# design 1

Fig. 1: design 1, metal 2
(6 px per µm)
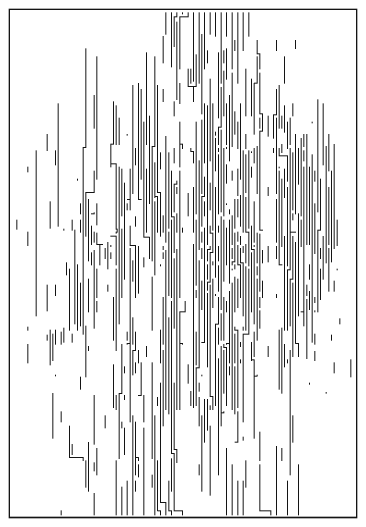

<file path="src/rtl/pic_ack_sequencer.sv">
// Interrupt-acknowledge sequencer for an 8259-style PIC: priority resolution, INTA handshake, ISR and EOI.
// Optional macro PIC_ROTATE_EN compiles in priority rotation on EOI; without it level 0 is always highest.
module pic_ack_sequencer (
    input  logic       clk,
    input  logic       rst_n,
    input  logic [7:0] IRR,
    input  logic [7:0] IMR,
    input  logic       INTA_n,
    input  logic [4:0] vector_base,
    input  logic       eoi_valid,
    input  logic       eoi_specific,
    input  logic [2:0] eoi_level,
    input  logic       auto_eoi,
    input  logic       rotate_en,
    output logic       INT,
    output logic [7:0] ISR,
    output logic [7:0] clr_irr,
    output logic [7:0] data_out,
    output logic       data_oe
);

    typedef enum logic [1:0] {
        IDLE  = 2'd0,
        ACK1  = 2'd1,
        WAIT2 = 2'd2,
        ACK2  = 2'd3
    } state_t;

    state_t     state;
    logic [2:0] lp;
    logic [2:0] lvl;
    logic       spurious;
    logic       inta_q;
    logic       inta_seen;

    logic [7:0] pending;
    logic       pend_found;
    logic [2:0] pend_lvl;
    logic       isr_found;
    logic [2:0] isr_lvl;
    logic       int_cond;
    logic       inta_edge;
    logic       ack_edge;
    logic       eoi_hit;
    logic [2:0] eoi_lvl;
    logic [7:0] eoi_mask;
    logic [7:0] auto_mask;
    logic [7:0] set_mask;

    // Scan from the lowest-priority level upward so the last hit is the highest priority (lp+1).
    function automatic logic [3:0] find_highest(input logic [7:0] v, input logic [2:0] low);
        logic [3:0] r;
        logic [2:0] idx;
        r = 4'b0000;
        for (int i = 8; i >= 1; i--) begin
            idx = low + 3'(i);
            if (v[idx]) r = {1'b1, idx};
        end
        return r;
    endfunction

    function automatic logic [2:0] rank(input logic [2:0] level, input logic [2:0] low);
        return level - low - 3'd1;
    endfunction

    always_comb begin
        pending                = IRR & ~IMR;
        {pend_found, pend_lvl} = find_highest(pending, lp);
        {isr_found, isr_lvl}   = find_highest(ISR, lp);
        int_cond  = pend_found && (!isr_found || (rank(pend_lvl, lp) < rank(isr_lvl, lp)));
        inta_edge = inta_seen && inta_q && !INTA_n;
        ack_edge  = (state == IDLE) && inta_edge;

        eoi_hit = 1'b0;
        eoi_lvl = 3'd0;
        if (eoi_valid) begin
            if (eoi_specific) begin
                eoi_hit = ISR[eoi_level];
                eoi_lvl = eoi_level;
            end else begin
                eoi_hit = isr_found;
                eoi_lvl = isr_lvl;
            end
        end
        eoi_mask = eoi_hit ? (8'b1 << eoi_lvl) : 8'h00;

        auto_mask = 8'h00;
        if ((state == ACK2) && INTA_n && auto_eoi && !spurious)
            auto_mask = 8'b1 << lvl;

        set_mask = (ack_edge && pend_found) ? (8'b1 << pend_lvl) : 8'h00;
    end

`ifndef PIC_ROTATE_EN
    logic unused_rotate;
    assign unused_rotate = rotate_en;
`endif

    // EOI clears act on the prior ISR; a same-cycle acknowledge set is applied on top so it survives.
    always_ff @(posedge clk or negedge rst_n) begin
        if (!rst_n) begin
            state     <= IDLE;
            lp        <= 3'd7;
            lvl       <= 3'd0;
            spurious  <= 1'b0;
            inta_q    <= 1'b1;
            inta_seen <= 1'b0;
            INT       <= 1'b0;
            ISR       <= 8'h00;
            clr_irr   <= 8'h00;
            data_out  <= 8'h00;
            data_oe   <= 1'b0;
        end else begin
            inta_q    <= INTA_n;
            inta_seen <= 1'b1;
            ISR       <= (ISR & ~eoi_mask & ~auto_mask) | set_mask;
            clr_irr   <= set_mask;
            INT       <= (ack_edge && pend_found) ? 1'b0 : int_cond;
`ifdef PIC_ROTATE_EN
            if (eoi_hit && rotate_en)
                lp <= eoi_lvl;
`else
            lp <= 3'd7;
`endif
            case (state)
                IDLE: begin
                    if (inta_edge) begin
                        state    <= ACK1;
                        lvl      <= pend_found ? pend_lvl : 3'd7;
                        spurious <= !pend_found;
                    end
                end
                ACK1: begin
                    if (INTA_n)
                        state <= WAIT2;
                end
                WAIT2: begin
                    if (inta_edge) begin
                        state    <= ACK2;
                        data_oe  <= 1'b1;
                        data_out <= {vector_base, lvl};
                    end
                end
                ACK2: begin
                    if (INTA_n) begin
                        state    <= IDLE;
                        data_oe  <= 1'b0;
                        data_out <= 8'h00;
                    end
                end
                default: state <= IDLE;
            endcase
        end
    end

endmodule

</file>
<file path="config.mk">
export PLATFORM = sky130hd
export DESIGN_NAME = pic_ack_sequencer
export DESIGN_NICKNAME = d
export VERILOG_FILES = /design/src/rtl/pic_ack_sequencer.sv
export SDC_FILE = /design/constraint.sdc
export NUM_CORES = 1
export LEC_CHECK = 0
export CAP_MARGIN = 5
export CORE_ASPECT_RATIO = 1.5
export CORE_MARGIN = 2
export CORE_UTILIZATION = 44
export CTS_BUF_LIST = sky130_fd_sc_hd__clkbuf_2 sky130_fd_sc_hd__clkbuf_4 sky130_fd_sc_hd__clkbuf_8
export CTS_CLUSTER_DIAMETER = 40
export CTS_CLUSTER_SIZE = 30
export DETAILED_ROUTE_END_ITERATION = 10
export GPL_ROUTABILITY_DRIVEN = 1
export GPL_TIMING_DRIVEN = 0
export MAX_ROUTING_LAYER = met4
export PLACE_DENSITY = 0.84
export REMOVE_ABC_BUFFERS = 1
export SLEW_MARGIN = 20
export SYNTH_ARGS = -nofsm -noshare
export SYNTH_HDL_FRONTEND = slang
export SYNTH_SLANG_ARGS = --single-unit
</file>
<file path="constraint.sdc">
create_clock -name clk -period 1.8 [get_ports clk]
set_clock_uncertainty 0.05 [all_clocks]
set_input_delay 0.36 -clock clk [delete_from_list [all_inputs] [get_ports clk]]
set_output_delay 0.36 -clock clk [all_outputs]
set_load 0.03 [all_outputs]
</file>
# design 2

<file path="config.mk">
export PLATFORM = sky130hd
export DESIGN_NAME = mem_port_arbiter
export DESIGN_NICKNAME = d
export VERILOG_FILES = /design/src/rtl/mem_arb_pkg.sv /design/src/rtl/mem_port_arbiter_rr_pick2.sv /design/src/rtl/mem_port_arbiter.sv
export SDC_FILE = /design/constraint.sdc
export NUM_CORES = 1
export LEC_CHECK = 0
export CAP_MARGIN = 5
export CORE_AREA = 2 2 110 112
export CTS_BUF_LIST = sky130_fd_sc_hd__clkbuf_8
export CTS_CLUSTER_DIAMETER = 50
export CTS_CLUSTER_SIZE = 12
export DETAILED_ROUTE_END_ITERATION = 12
export DIE_AREA = 0 0 112 114
export MAX_ROUTING_LAYER = met4
export PLACE_DENSITY = 0.73
export SLEW_MARGIN = 25
export SYNTH_ARGS = -nofsm -noshare
export SYNTH_HDL_FRONTEND = slang
export SYNTH_SLANG_ARGS = --single-unit
export TNS_END_PERCENT = 1
</file>
<file path="constraint.sdc">
create_clock -name i_clk -period 2.4 [get_ports i_clk]
set_input_delay 0.48 -clock i_clk [delete_from_list [all_inputs] [get_ports i_clk]]
set_output_delay 0.48 -clock i_clk [all_outputs]
set_load 0.1 [all_outputs]
</file>
<file path="src/rtl/mem_arb_pkg.sv">
// Shared types and constants for the two-port data-memory arbiter.
// Imported by the top level and by the round-robin picker.
package mem_arb_pkg;

    typedef enum logic {
        IDLE,
        RD_WAIT
    } arb_state_e;

    // The counter is sized for the largest legal latency, so it fits any instance.
    localparam int MEM_LAT_MAX = 4;
    localparam int LAT_W       = $clog2(MEM_LAT_MAX + 1);

    localparam int PORT_CORE = 0;
    localparam int PORT_DBG  = 1;

endpackage

</file>
<file path="src/rtl/mem_port_arbiter_rr_pick2.sv">
// Two-way round-robin winner selection.
// Purely combinational: a lone requester always wins, and a tie goes to the port not granted last.
module rr_pick2
    import mem_arb_pkg::*;
(
    input  logic [1:0] req,
    input  logic       last_gnt,
    output logic       winner,
    output logic       valid
);

    always_comb begin
        valid  = |req;
        winner = (req == 2'b11) ? ~last_gnt : req[PORT_DBG];
    end

endmodule

</file>
<file path="src/rtl/mem_port_arbiter.sv">
// Shares the single-port data memory between the core load/store path (port 0) and a debug loader (port 1).
// Only one transaction is in flight at a time, and a read holds the memory until its data comes back.
module mem_port_arbiter
    import mem_arb_pkg::*;
#(
    parameter int ADDR_W  = 32,
    parameter int DATA_W  = 32,
    parameter int MEM_LAT = 1
) (
    input  logic                  i_clk,
    input  logic                  i_reset,
    input  logic [1:0]            i_req,
    input  logic [1:0]            i_we,
    input  logic [ADDR_W-1:0]     i_addr0,
    input  logic [ADDR_W-1:0]     i_addr1,
    input  logic [DATA_W-1:0]     i_wdata0,
    input  logic [DATA_W-1:0]     i_wdata1,
    input  logic [DATA_W/8-1:0]   i_mask0,
    input  logic [DATA_W/8-1:0]   i_mask1,
    output logic [1:0]            o_gnt,
    output logic [1:0]            o_rvalid,
    output logic [DATA_W-1:0]     o_rdata,
    output logic                  o_core_stall,
    output logic                  o_mem_req,
    output logic                  o_mem_we,
    output logic [ADDR_W-1:0]     o_mem_addr,
    output logic [DATA_W-1:0]     o_mem_wdata,
    output logic [DATA_W/8-1:0]   o_mem_mask,
    input  logic [DATA_W-1:0]     i_mem_rdata
);

    arb_state_e         state;
    logic               last_gnt;
    logic               owner;
    logic [LAT_W-1:0]   cnt;
    logic [DATA_W-1:0]  rdata_q;

    logic               pick_winner;
    logic               pick_valid;
    logic               grant_en;
    logic               win_we;
    logic               rd_done;

    rr_pick2 u_pick (
        .req      (i_req),
        .last_gnt (last_gnt),
        .winner   (pick_winner),
        .valid    (pick_valid)
    );

    // Grants are gated by reset so every output reads zero while reset is held.
    always_comb begin
        grant_en = i_reset & (state == IDLE) & pick_valid;
        win_we   = i_we[pick_winner];
        rd_done  = (state == RD_WAIT) && (cnt == '0);
    end

    // Grant strobe and field forwarding; read data is passed straight through on the completing cycle.
    always_comb begin
        o_gnt       = 2'b00;
        o_mem_req   = 1'b0;
        o_mem_we    = 1'b0;
        o_mem_addr  = '0;
        o_mem_wdata = '0;
        o_mem_mask  = '0;
        o_rvalid    = 2'b00;
        o_rdata     = rdata_q;
        if (grant_en) begin
            o_gnt[pick_winner] = 1'b1;
            o_mem_req          = 1'b1;
            o_mem_we           = win_we;
            if (pick_winner == 1'(PORT_DBG)) begin
                o_mem_addr  = i_addr1;
                o_mem_wdata = i_wdata1;
                o_mem_mask  = i_mask1;
            end else begin
                o_mem_addr  = i_addr0;
                o_mem_wdata = i_wdata0;
                o_mem_mask  = i_mask0;
            end
        end
        if (rd_done) begin
            o_rvalid[owner] = 1'b1;
            o_rdata         = i_mem_rdata;
        end
    end

    // The core stalls while it waits for a grant, while its read is in flight, and on its own read grant.
    always_comb begin
        o_core_stall = i_reset & (
                          (i_req[PORT_CORE] & ~o_gnt[PORT_CORE])
                        | ((state == RD_WAIT) & (owner == 1'(PORT_CORE)))
                        | (grant_en & (pick_winner == 1'(PORT_CORE)) & ~i_we[PORT_CORE]));
    end

    // Writes finish at grant. A read parks in RD_WAIT until the latency counter reaches zero.
    always_ff @(posedge i_clk or negedge i_reset) begin
        if (!i_reset) begin
            state    <= IDLE;
            last_gnt <= 1'b1;
            owner    <= 1'b0;
            cnt      <= '0;
            rdata_q  <= '0;
        end else begin
            case (state)
                IDLE: begin
                    if (pick_valid) begin
                        last_gnt <= pick_winner;
                        if (!win_we) begin
                            cnt   <= LAT_W'(MEM_LAT - 1);
                            owner <= pick_winner;
                            state <= RD_WAIT;
                        end
                    end
                end
                RD_WAIT: begin
                    if (cnt == '0) begin
                        rdata_q <= i_mem_rdata;
                        state   <= IDLE;
                    end else begin
                        cnt <= cnt - 1'b1;
                    end
                end
                default: state <= IDLE;
            endcase
        end
    end

endmodule

</file>
# design 3

--- src/rtl/cic_decim_pkg.sv ---
// rtl/cic_decim_pkg.sv - shared constants and helpers for the delta-sigma CIC decimator
package cic_decim_pkg;

  // Number of integrator/comb stage pairs.
  localparam int CIC_ORDER = 3;

  // Supported range of log2(R), matching the en_8..en_64 strobes.
  localparam int DECIM_LOG2_MIN = 3;
  localparam int DECIM_LOG2_MAX = 6;

  // Full-precision datapath width: R^ORDER gain plus sign and one bit of headroom.
  function automatic int cic_out_w(input int decim_log2);
    return CIC_ORDER * decim_log2 + 2;
  endfunction

  // Magnitude of the output for an all-ones or all-zeros bitstream.
  function automatic int cic_full_scale(input int decim_log2);
    return 1 << (CIC_ORDER * decim_log2);
  endfunction

  localparam int FULL_SCALE_D6 = 262144;
  localparam int FULL_SCALE_D3 = 512;

endpackage

--- src/rtl/cic_integ.sv ---
// rtl/cic_integ.sv - single wrapping accumulator stage of the CIC integrator chain
module cic_integ
  import cic_decim_pkg::*;
#(
  parameter int W = cic_out_w(6)
) (
  input  logic                clk,
  input  logic                rst,
  input  logic signed [W-1:0] din,
  output logic signed [W-1:0] acc
);

  // Accumulate every cycle; overflow wraps modulo 2^W, which the combs undo.
  always_ff @(posedge clk or posedge rst) begin
    if (rst) begin
      acc <= '0;
    end else begin
      acc <= acc + din;
    end
  end

endmodule

--- src/rtl/cic_decim.sv ---
// rtl/cic_decim.sv - third-order CIC decimator for the 1-bit modulator bitstream
module cic_decim
  import cic_decim_pkg::*;
#(
  parameter  int DECIM_LOG2 = 6,
  localparam int OUT_W      = cic_out_w(DECIM_LOG2)
) (
  input  logic                    clk,
  input  logic                    rst,
  input  logic                    din,
  input  logic                    en,
  output logic signed [OUT_W-1:0] dout,
  output logic                    dout_valid
);

  logic signed [OUT_W-1:0] x;
  logic signed [OUT_W-1:0] i1, i2, i3;
  logic signed [OUT_W-1:0] s, c1, c2, c3;
  logic signed [OUT_W-1:0] d1, d2, d3;

  // Map the bitstream to +1 / -1 at full datapath width.
  always_comb begin
    x = din ? {{(OUT_W-1){1'b0}}, 1'b1} : {OUT_W{1'b1}};
  end

  cic_integ #(.W(OUT_W)) u_integ1 (.clk(clk), .rst(rst), .din(x),  .acc(i1));
  cic_integ #(.W(OUT_W)) u_integ2 (.clk(clk), .rst(rst), .din(i1), .acc(i2));
  cic_integ #(.W(OUT_W)) u_integ3 (.clk(clk), .rst(rst), .din(i2), .acc(i3));

  // Comb differences on the current decimated sample, using last strobe's history.
  always_comb begin
    s  = i3;
    c1 = s  - d1;
    c2 = c1 - d2;
    c3 = c2 - d3;
  end

  // On each strobe, advance the comb delays and register the new output sample.
  always_ff @(posedge clk or posedge rst) begin
    if (rst) begin
      d1         <= '0;
      d2         <= '0;
      d3         <= '0;
      dout       <= '0;
      dout_valid <= 1'b0;
    end else begin
      dout_valid <= en;
      if (en) begin
        d1   <= s;
        d2   <= c1;
        d3   <= c2;
        dout <= c3;
      end
    end
  end

endmodule

--- config.mk ---
export PLATFORM = sky130hd
export DESIGN_NAME = cic_decim
export DESIGN_NICKNAME = d
export VERILOG_FILES = /design/src/rtl/cic_decim_pkg.sv /design/src/rtl/cic_integ.sv /design/src/rtl/cic_decim.sv
export SDC_FILE = /design/constraint.sdc
export NUM_CORES = 1
export LEC_CHECK = 0
export CAP_MARGIN = 20
export CORE_MARGIN = 5
export CORE_UTILIZATION = 41
export CTS_CLUSTER_SIZE = 28
export DETAILED_ROUTE_END_ITERATION = 12
export PLACE_DENSITY = 0.64
export SKIP_LAST_GASP = 1
export SYNTH_ARGS = -nofsm -noshare
export SYNTH_HDL_FRONTEND = slang
export SYNTH_SLANG_ARGS = --single-unit
export TNS_END_PERCENT = 1
--- constraint.sdc ---
create_clock -name clk -period 14.8 [get_ports clk]
set_input_delay 4.44 -clock clk [delete_from_list [all_inputs] [get_ports clk]]
set_output_delay 4.44 -clock clk [all_outputs]
set_load 0.01 [all_outputs]
Fig. 2: design 1, M3 wires
(3 px per µm)
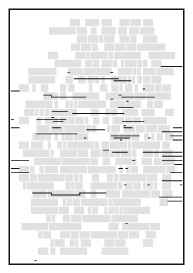
wire length on this layer	264 µm
share of all routed wire	4.7%
M3 GR Usage: 4.16%
via count: 1843
Post-Route WL: 5.63 mm

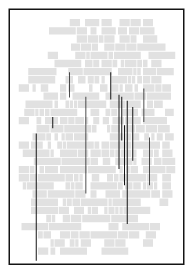
Fig. 3. Metal 4 (design 1).
(3 px per µm)
share of all routed wire	4.2%
nets with wire on the layer	11
longest straight run	42.2 µm
main direction	vertical

## Picture notes: Fig. 1
share of all routed wire	56%
main direction	vertical
wire length on this layer	3130 µm
longest straight run	31.3 µm
nets with wire on the layer	275
grt met2 use: 36.8%

==> results.py, design 1 <==
# Metrics from the implementation run
metrics = {
    "finish": {
        "largestClassByArea": "multi-input combinational cells",
        "top_regs": "ISR: 8 flops, clr_irr: 8 flops, data_out: 8 flops",
        "n_antenna_cell": 0,
    },
    "clocking": {
        "ctsRootBufferMaster": "clkbuf_8",
        "hold_buffers": 0,
    },
    "job": {
        "warning_count": 32,
    },
    "die": {
        "rows": 29,
    },
    "sta": {
        "worstMarginPinSlew_ns": 0.753,
        "setup_violations": 8,
        "hold_slack_ns": 0.0827,
        "fin_ws_ns": -0.163,
    },
    "synthesis": {
        "avgSynthCellArea_um2": 9.54,
        "yosys.area_share.adder_pct": 4.61,
        "mux_share_pct": 3.49,
    },
    "status": {
        "violations": "negative setup slack",
        "outcome": "finished, violations left",
    },
    "setup_path": {
        "cp_common_cell": "a221o_1",
        "path_cells": "nor2_1 -> a221o_1 -> a221o_1 -> o221ai_2 -> o21ai_1",
        "crit_slowest_cell": "dfrtp_2",
    },
    "global_routing": {
        "grt-busiest-layer": "met2",
        "met1_usage_pct": 23.4,
    },
}
==> design 1: metal layers <==
| layer | part of all wire [%] | routed length, µm | up-vias |
|---|---|---|---|
| met5 | 0 | 0 | - |
| met4 | 4.2 | 238 | 0 |
| met3 | 4.7 | 263 | 27 |
| met2 | 56 | 3130 | 72 |
| met1 | 36 | 2000 | 886 |
| li1 | - | - | 858 |
==> design 1: path summary, 6_finish.rpt <==
path,cells past startpoint,to,start,slack [ns]
min in group clk,2,spurious,spurious,0.44
setup / recovery,5,ISR[7],ISR[3],-0.16
hold / removal,1,clr_irr[4],rst_n,0.08
setup reg to reg,5,ISR[7],ISR[3],-0.16
hold reg to reg,2,spurious,spurious,0.44
max in group asynchronous,1,ISR[7],rst_n,1.09
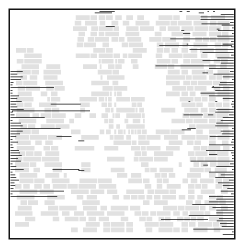
Fig. 4. M3 wires (design 2).
(2 px per µm)
wire length on this layer	1110 µm
nets with wire on the layer	145
longest straight run	38.9 µm
via count: 3014
Post-Route WL: 14.1 mm
M3 GR Usage: 6.00%

==> results.py, design 2 <==
# Metrics from the implementation run
metrics = {
    "status": {
        "outcome": "completed",
    },
    "placement": {
        "hpwl_mm": 10.5,
        "place_congestion": 0.913,
    },
    "die": {
        "taps": 147,
        "initCoreUtil_pct": 19.6,
    },
    "clocking": {
        "ctsRootBufferMaster": "clkbuf_8",
    },
    "finish": {
        "design_area_um2": 7200,
        "drive_gt1_share_pct": 45.7,
        "area_delta_synth_final_pct": 214,
        "nClkBuffers": 6,
    },
    "synthesis": {
        "synthDistinctLibCells": 30,
        "ys_async_sr_fraction_pct": 100,
        "edf_count": 0,
        "synthFlopType": "dfrtp_1",
    },
    "route": {
        "vias_per_cell": 4.67,
    },
    "job": {
        "maxCapViolations": 0,
    },
    "sta": {
        "fmax_mhz": 420,
    },
}
design 2: synthesized netlist by cell type (3+ instances only):
cell type  count  area share, %
buf_6          4            2.0
dfrtp_1       37             40
inv_1          6           0.98
nand2_1        4           0.65
mux2_2        32             16
a22o_1        66             25
nor2_1         6           0.98
mux2i_1        3            1.3
a31o_1         3            1.1
buf_2         11            2.4
design 2: cells by family (layout without fill, tap and decap cells):
kind of cell,Yosys count,count (layout),share of synthesized area [%]
simple gates,22,22,5.46
buf+inv,25,325,6.17
mux,35,35,17.0
compound gates,77,77,28.7
fa+ha+maj,2,2,1.09
flops,38,38,41.5
design 2: registers in the layout (all words and copies together), names as in the netlist:
name,count
cnt,3
last_gnt,1
owner,1
rdata_q,32
state,1
design 2: per-layer routing:
layer	track usage, %	wire length [µm]	part of all wire (%)	vias up
li1	-	-	-	1373
met1	23.0	5070	36	1456
met2	39.8	7570	54	165
met3	6.00	1110	7.8	20
met4	6.83	382	2.7	0
met5	-	0	0	-
design 2: metrics by stage:
step,cells,setup TNS [ns]
after floorplan,199,-5.24
after global placement,622,-10.80
after detailed placement,622,-12.01
after CTS,643,-1.10
after global routing,646,-0.921
final,646,0
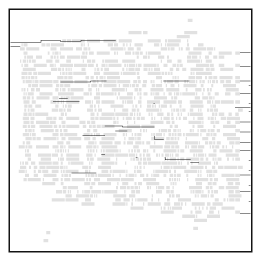
Fig. 5. M3 wires (design 3).
(1.5 px per µm)
main direction	horizontal
wire length on this layer	348 µm
nets with wire on the layer	25
M3 GR Usage: 3.18%
via count: 6491

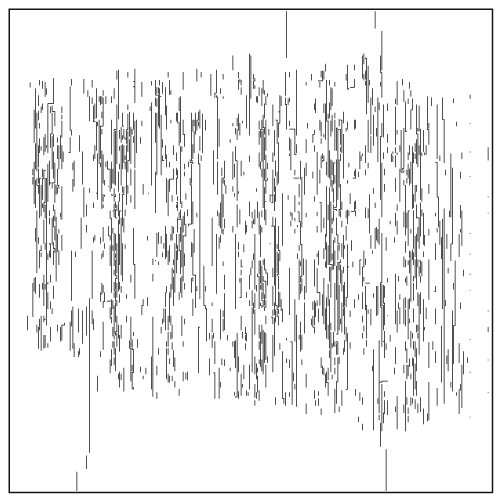
Fig. 6. Metal 2 (design 3).
(3 px per µm)
main direction	vertical
wire length on this layer	7340 µm
nets with wire on the layer	925
longest straight run	64.9 µm
Post-Route WL: 16.0 mm
grt met2 use: 21.3%

==> results.py, design 3 <==
# Metrics from the implementation run
metrics = {
    "status": {
        "outcome": "completed",
    },
    "setup_path": {
        "crit_fanout": 19,
        "required_ns": 15.09,
        "r2r_cells": 26,
        "rr_endpoint": "dout[19]",
    },
    "clocking": {
        "clkLatencyLatePin_ns": 0.41,
        "post_cts_resized": 0,
        "hold_buffers": 0,
    },
    "sta": {
        "setup_violations": 0,
        "fin_crit_ns": 7.23,
    },
    "hold_path": {
        "min_to": "d3[12]",
    },
    "route": {
        "wl_met1_mm": 8.27,
        "drtIter0Drc": 224,
        "firstDrtPassIters": 5,
        "routed-wl-met3_um": 348,
    },
    "finish": {
        "ff_count": 141,
        "fillCellCount": 2118,
        "drive_gt1_share_pct": 5.82,
        "final_cell_mix": "dfrtp_1 (141), ha_1 (113), inv_1 (92), nand2_1 (82), a21oi_1 (77)",
    },
    "synthesis": {
        "edf_count": 0,
        "synth-xor-area-share_pct": 9.28,
        "mux_share_pct": 2.84,
    },
    "global_routing": {
        "antenna_found_initial": 0,
    },
    "die": {
        "die-area_um2": 25800,
        "taps": 285,
        "fp.coreArea_um2": 22500,
    },
}
[design 3: critical path: stages]
cell and delay, ns:
clkdlybuf4s50_1 0.43, inv_1 0.52, ha_1 0.34, a21o_1 0.15, a21oi_1 0.22, o21bai_1 0.10
a21oi_1 0.24, o21ai_1 0.20, a211o_1 0.32, a21o_1 0.19, a21oi_1 0.16, o21bai_1 0.09
xor2_1 0.14
[design 3: per-stage QoR]
stage	std cells	hold WS [ns]	setup slack, ns	utilization [%]
3_5_place_dp	1268	0.470	7.09	43.8
2_1_floorplan	972	0.452	6.58	-
6_report	1299	0.478	7.57	46.7
4_1_cts	1299	0.485	7.54	46.7
5_1_grt	1299	0.501	7.32	46.7
3_3_place_gp	1268	0.465	7.15	43.8
[design 3: worst max-delay path by stage]
| stage | end | depth (start not counted) |
|---|---|---|
| 3_5_place_dp | u_integ1.acc[19] | 13 |
| 4_1_cts | u_integ1.acc[18] | 13 |
| 3_3_place_gp | u_integ1.acc[18] | 13 |
| 5_1_grt | u_integ1.acc[18] | 13 |
| 6_report | u_integ1.acc[15] | 13 |
| 2_1_floorplan | d1[0] | 1 |

==> layout pictures side by side <==
Metal 1.
shot_01.png
(3 px per µm)
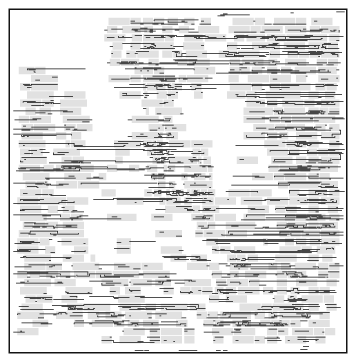
shot_02.png
(4 px per µm)
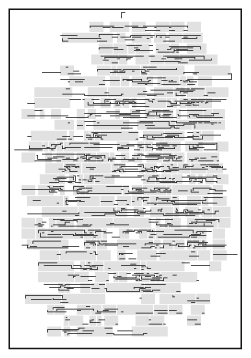
shot_03.png
(2 px per µm)
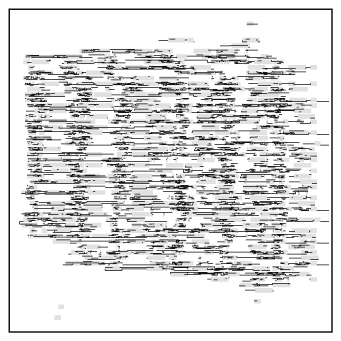
| from | picture |
|---|---|
| design 1 | shot_02.png |
| design 2 | shot_01.png |
| design 3 | shot_03.png |
- smallest die: shot_02.png
- largest die: shot_03.png



==> gallery <==
Routing congestion map.
(a)
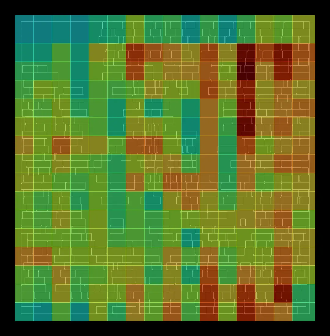
(b)
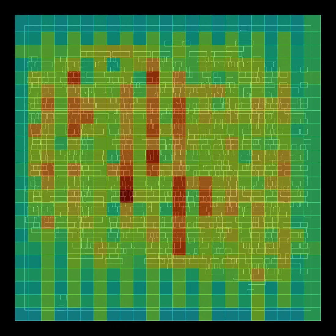
(c)
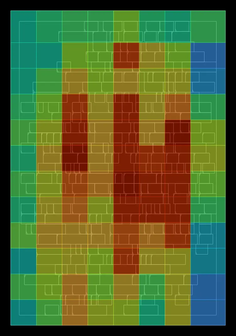
Of these, lowest track usage: (b)
For design 1, see (c).
For design 3, see (b).
For design 2, see (a).

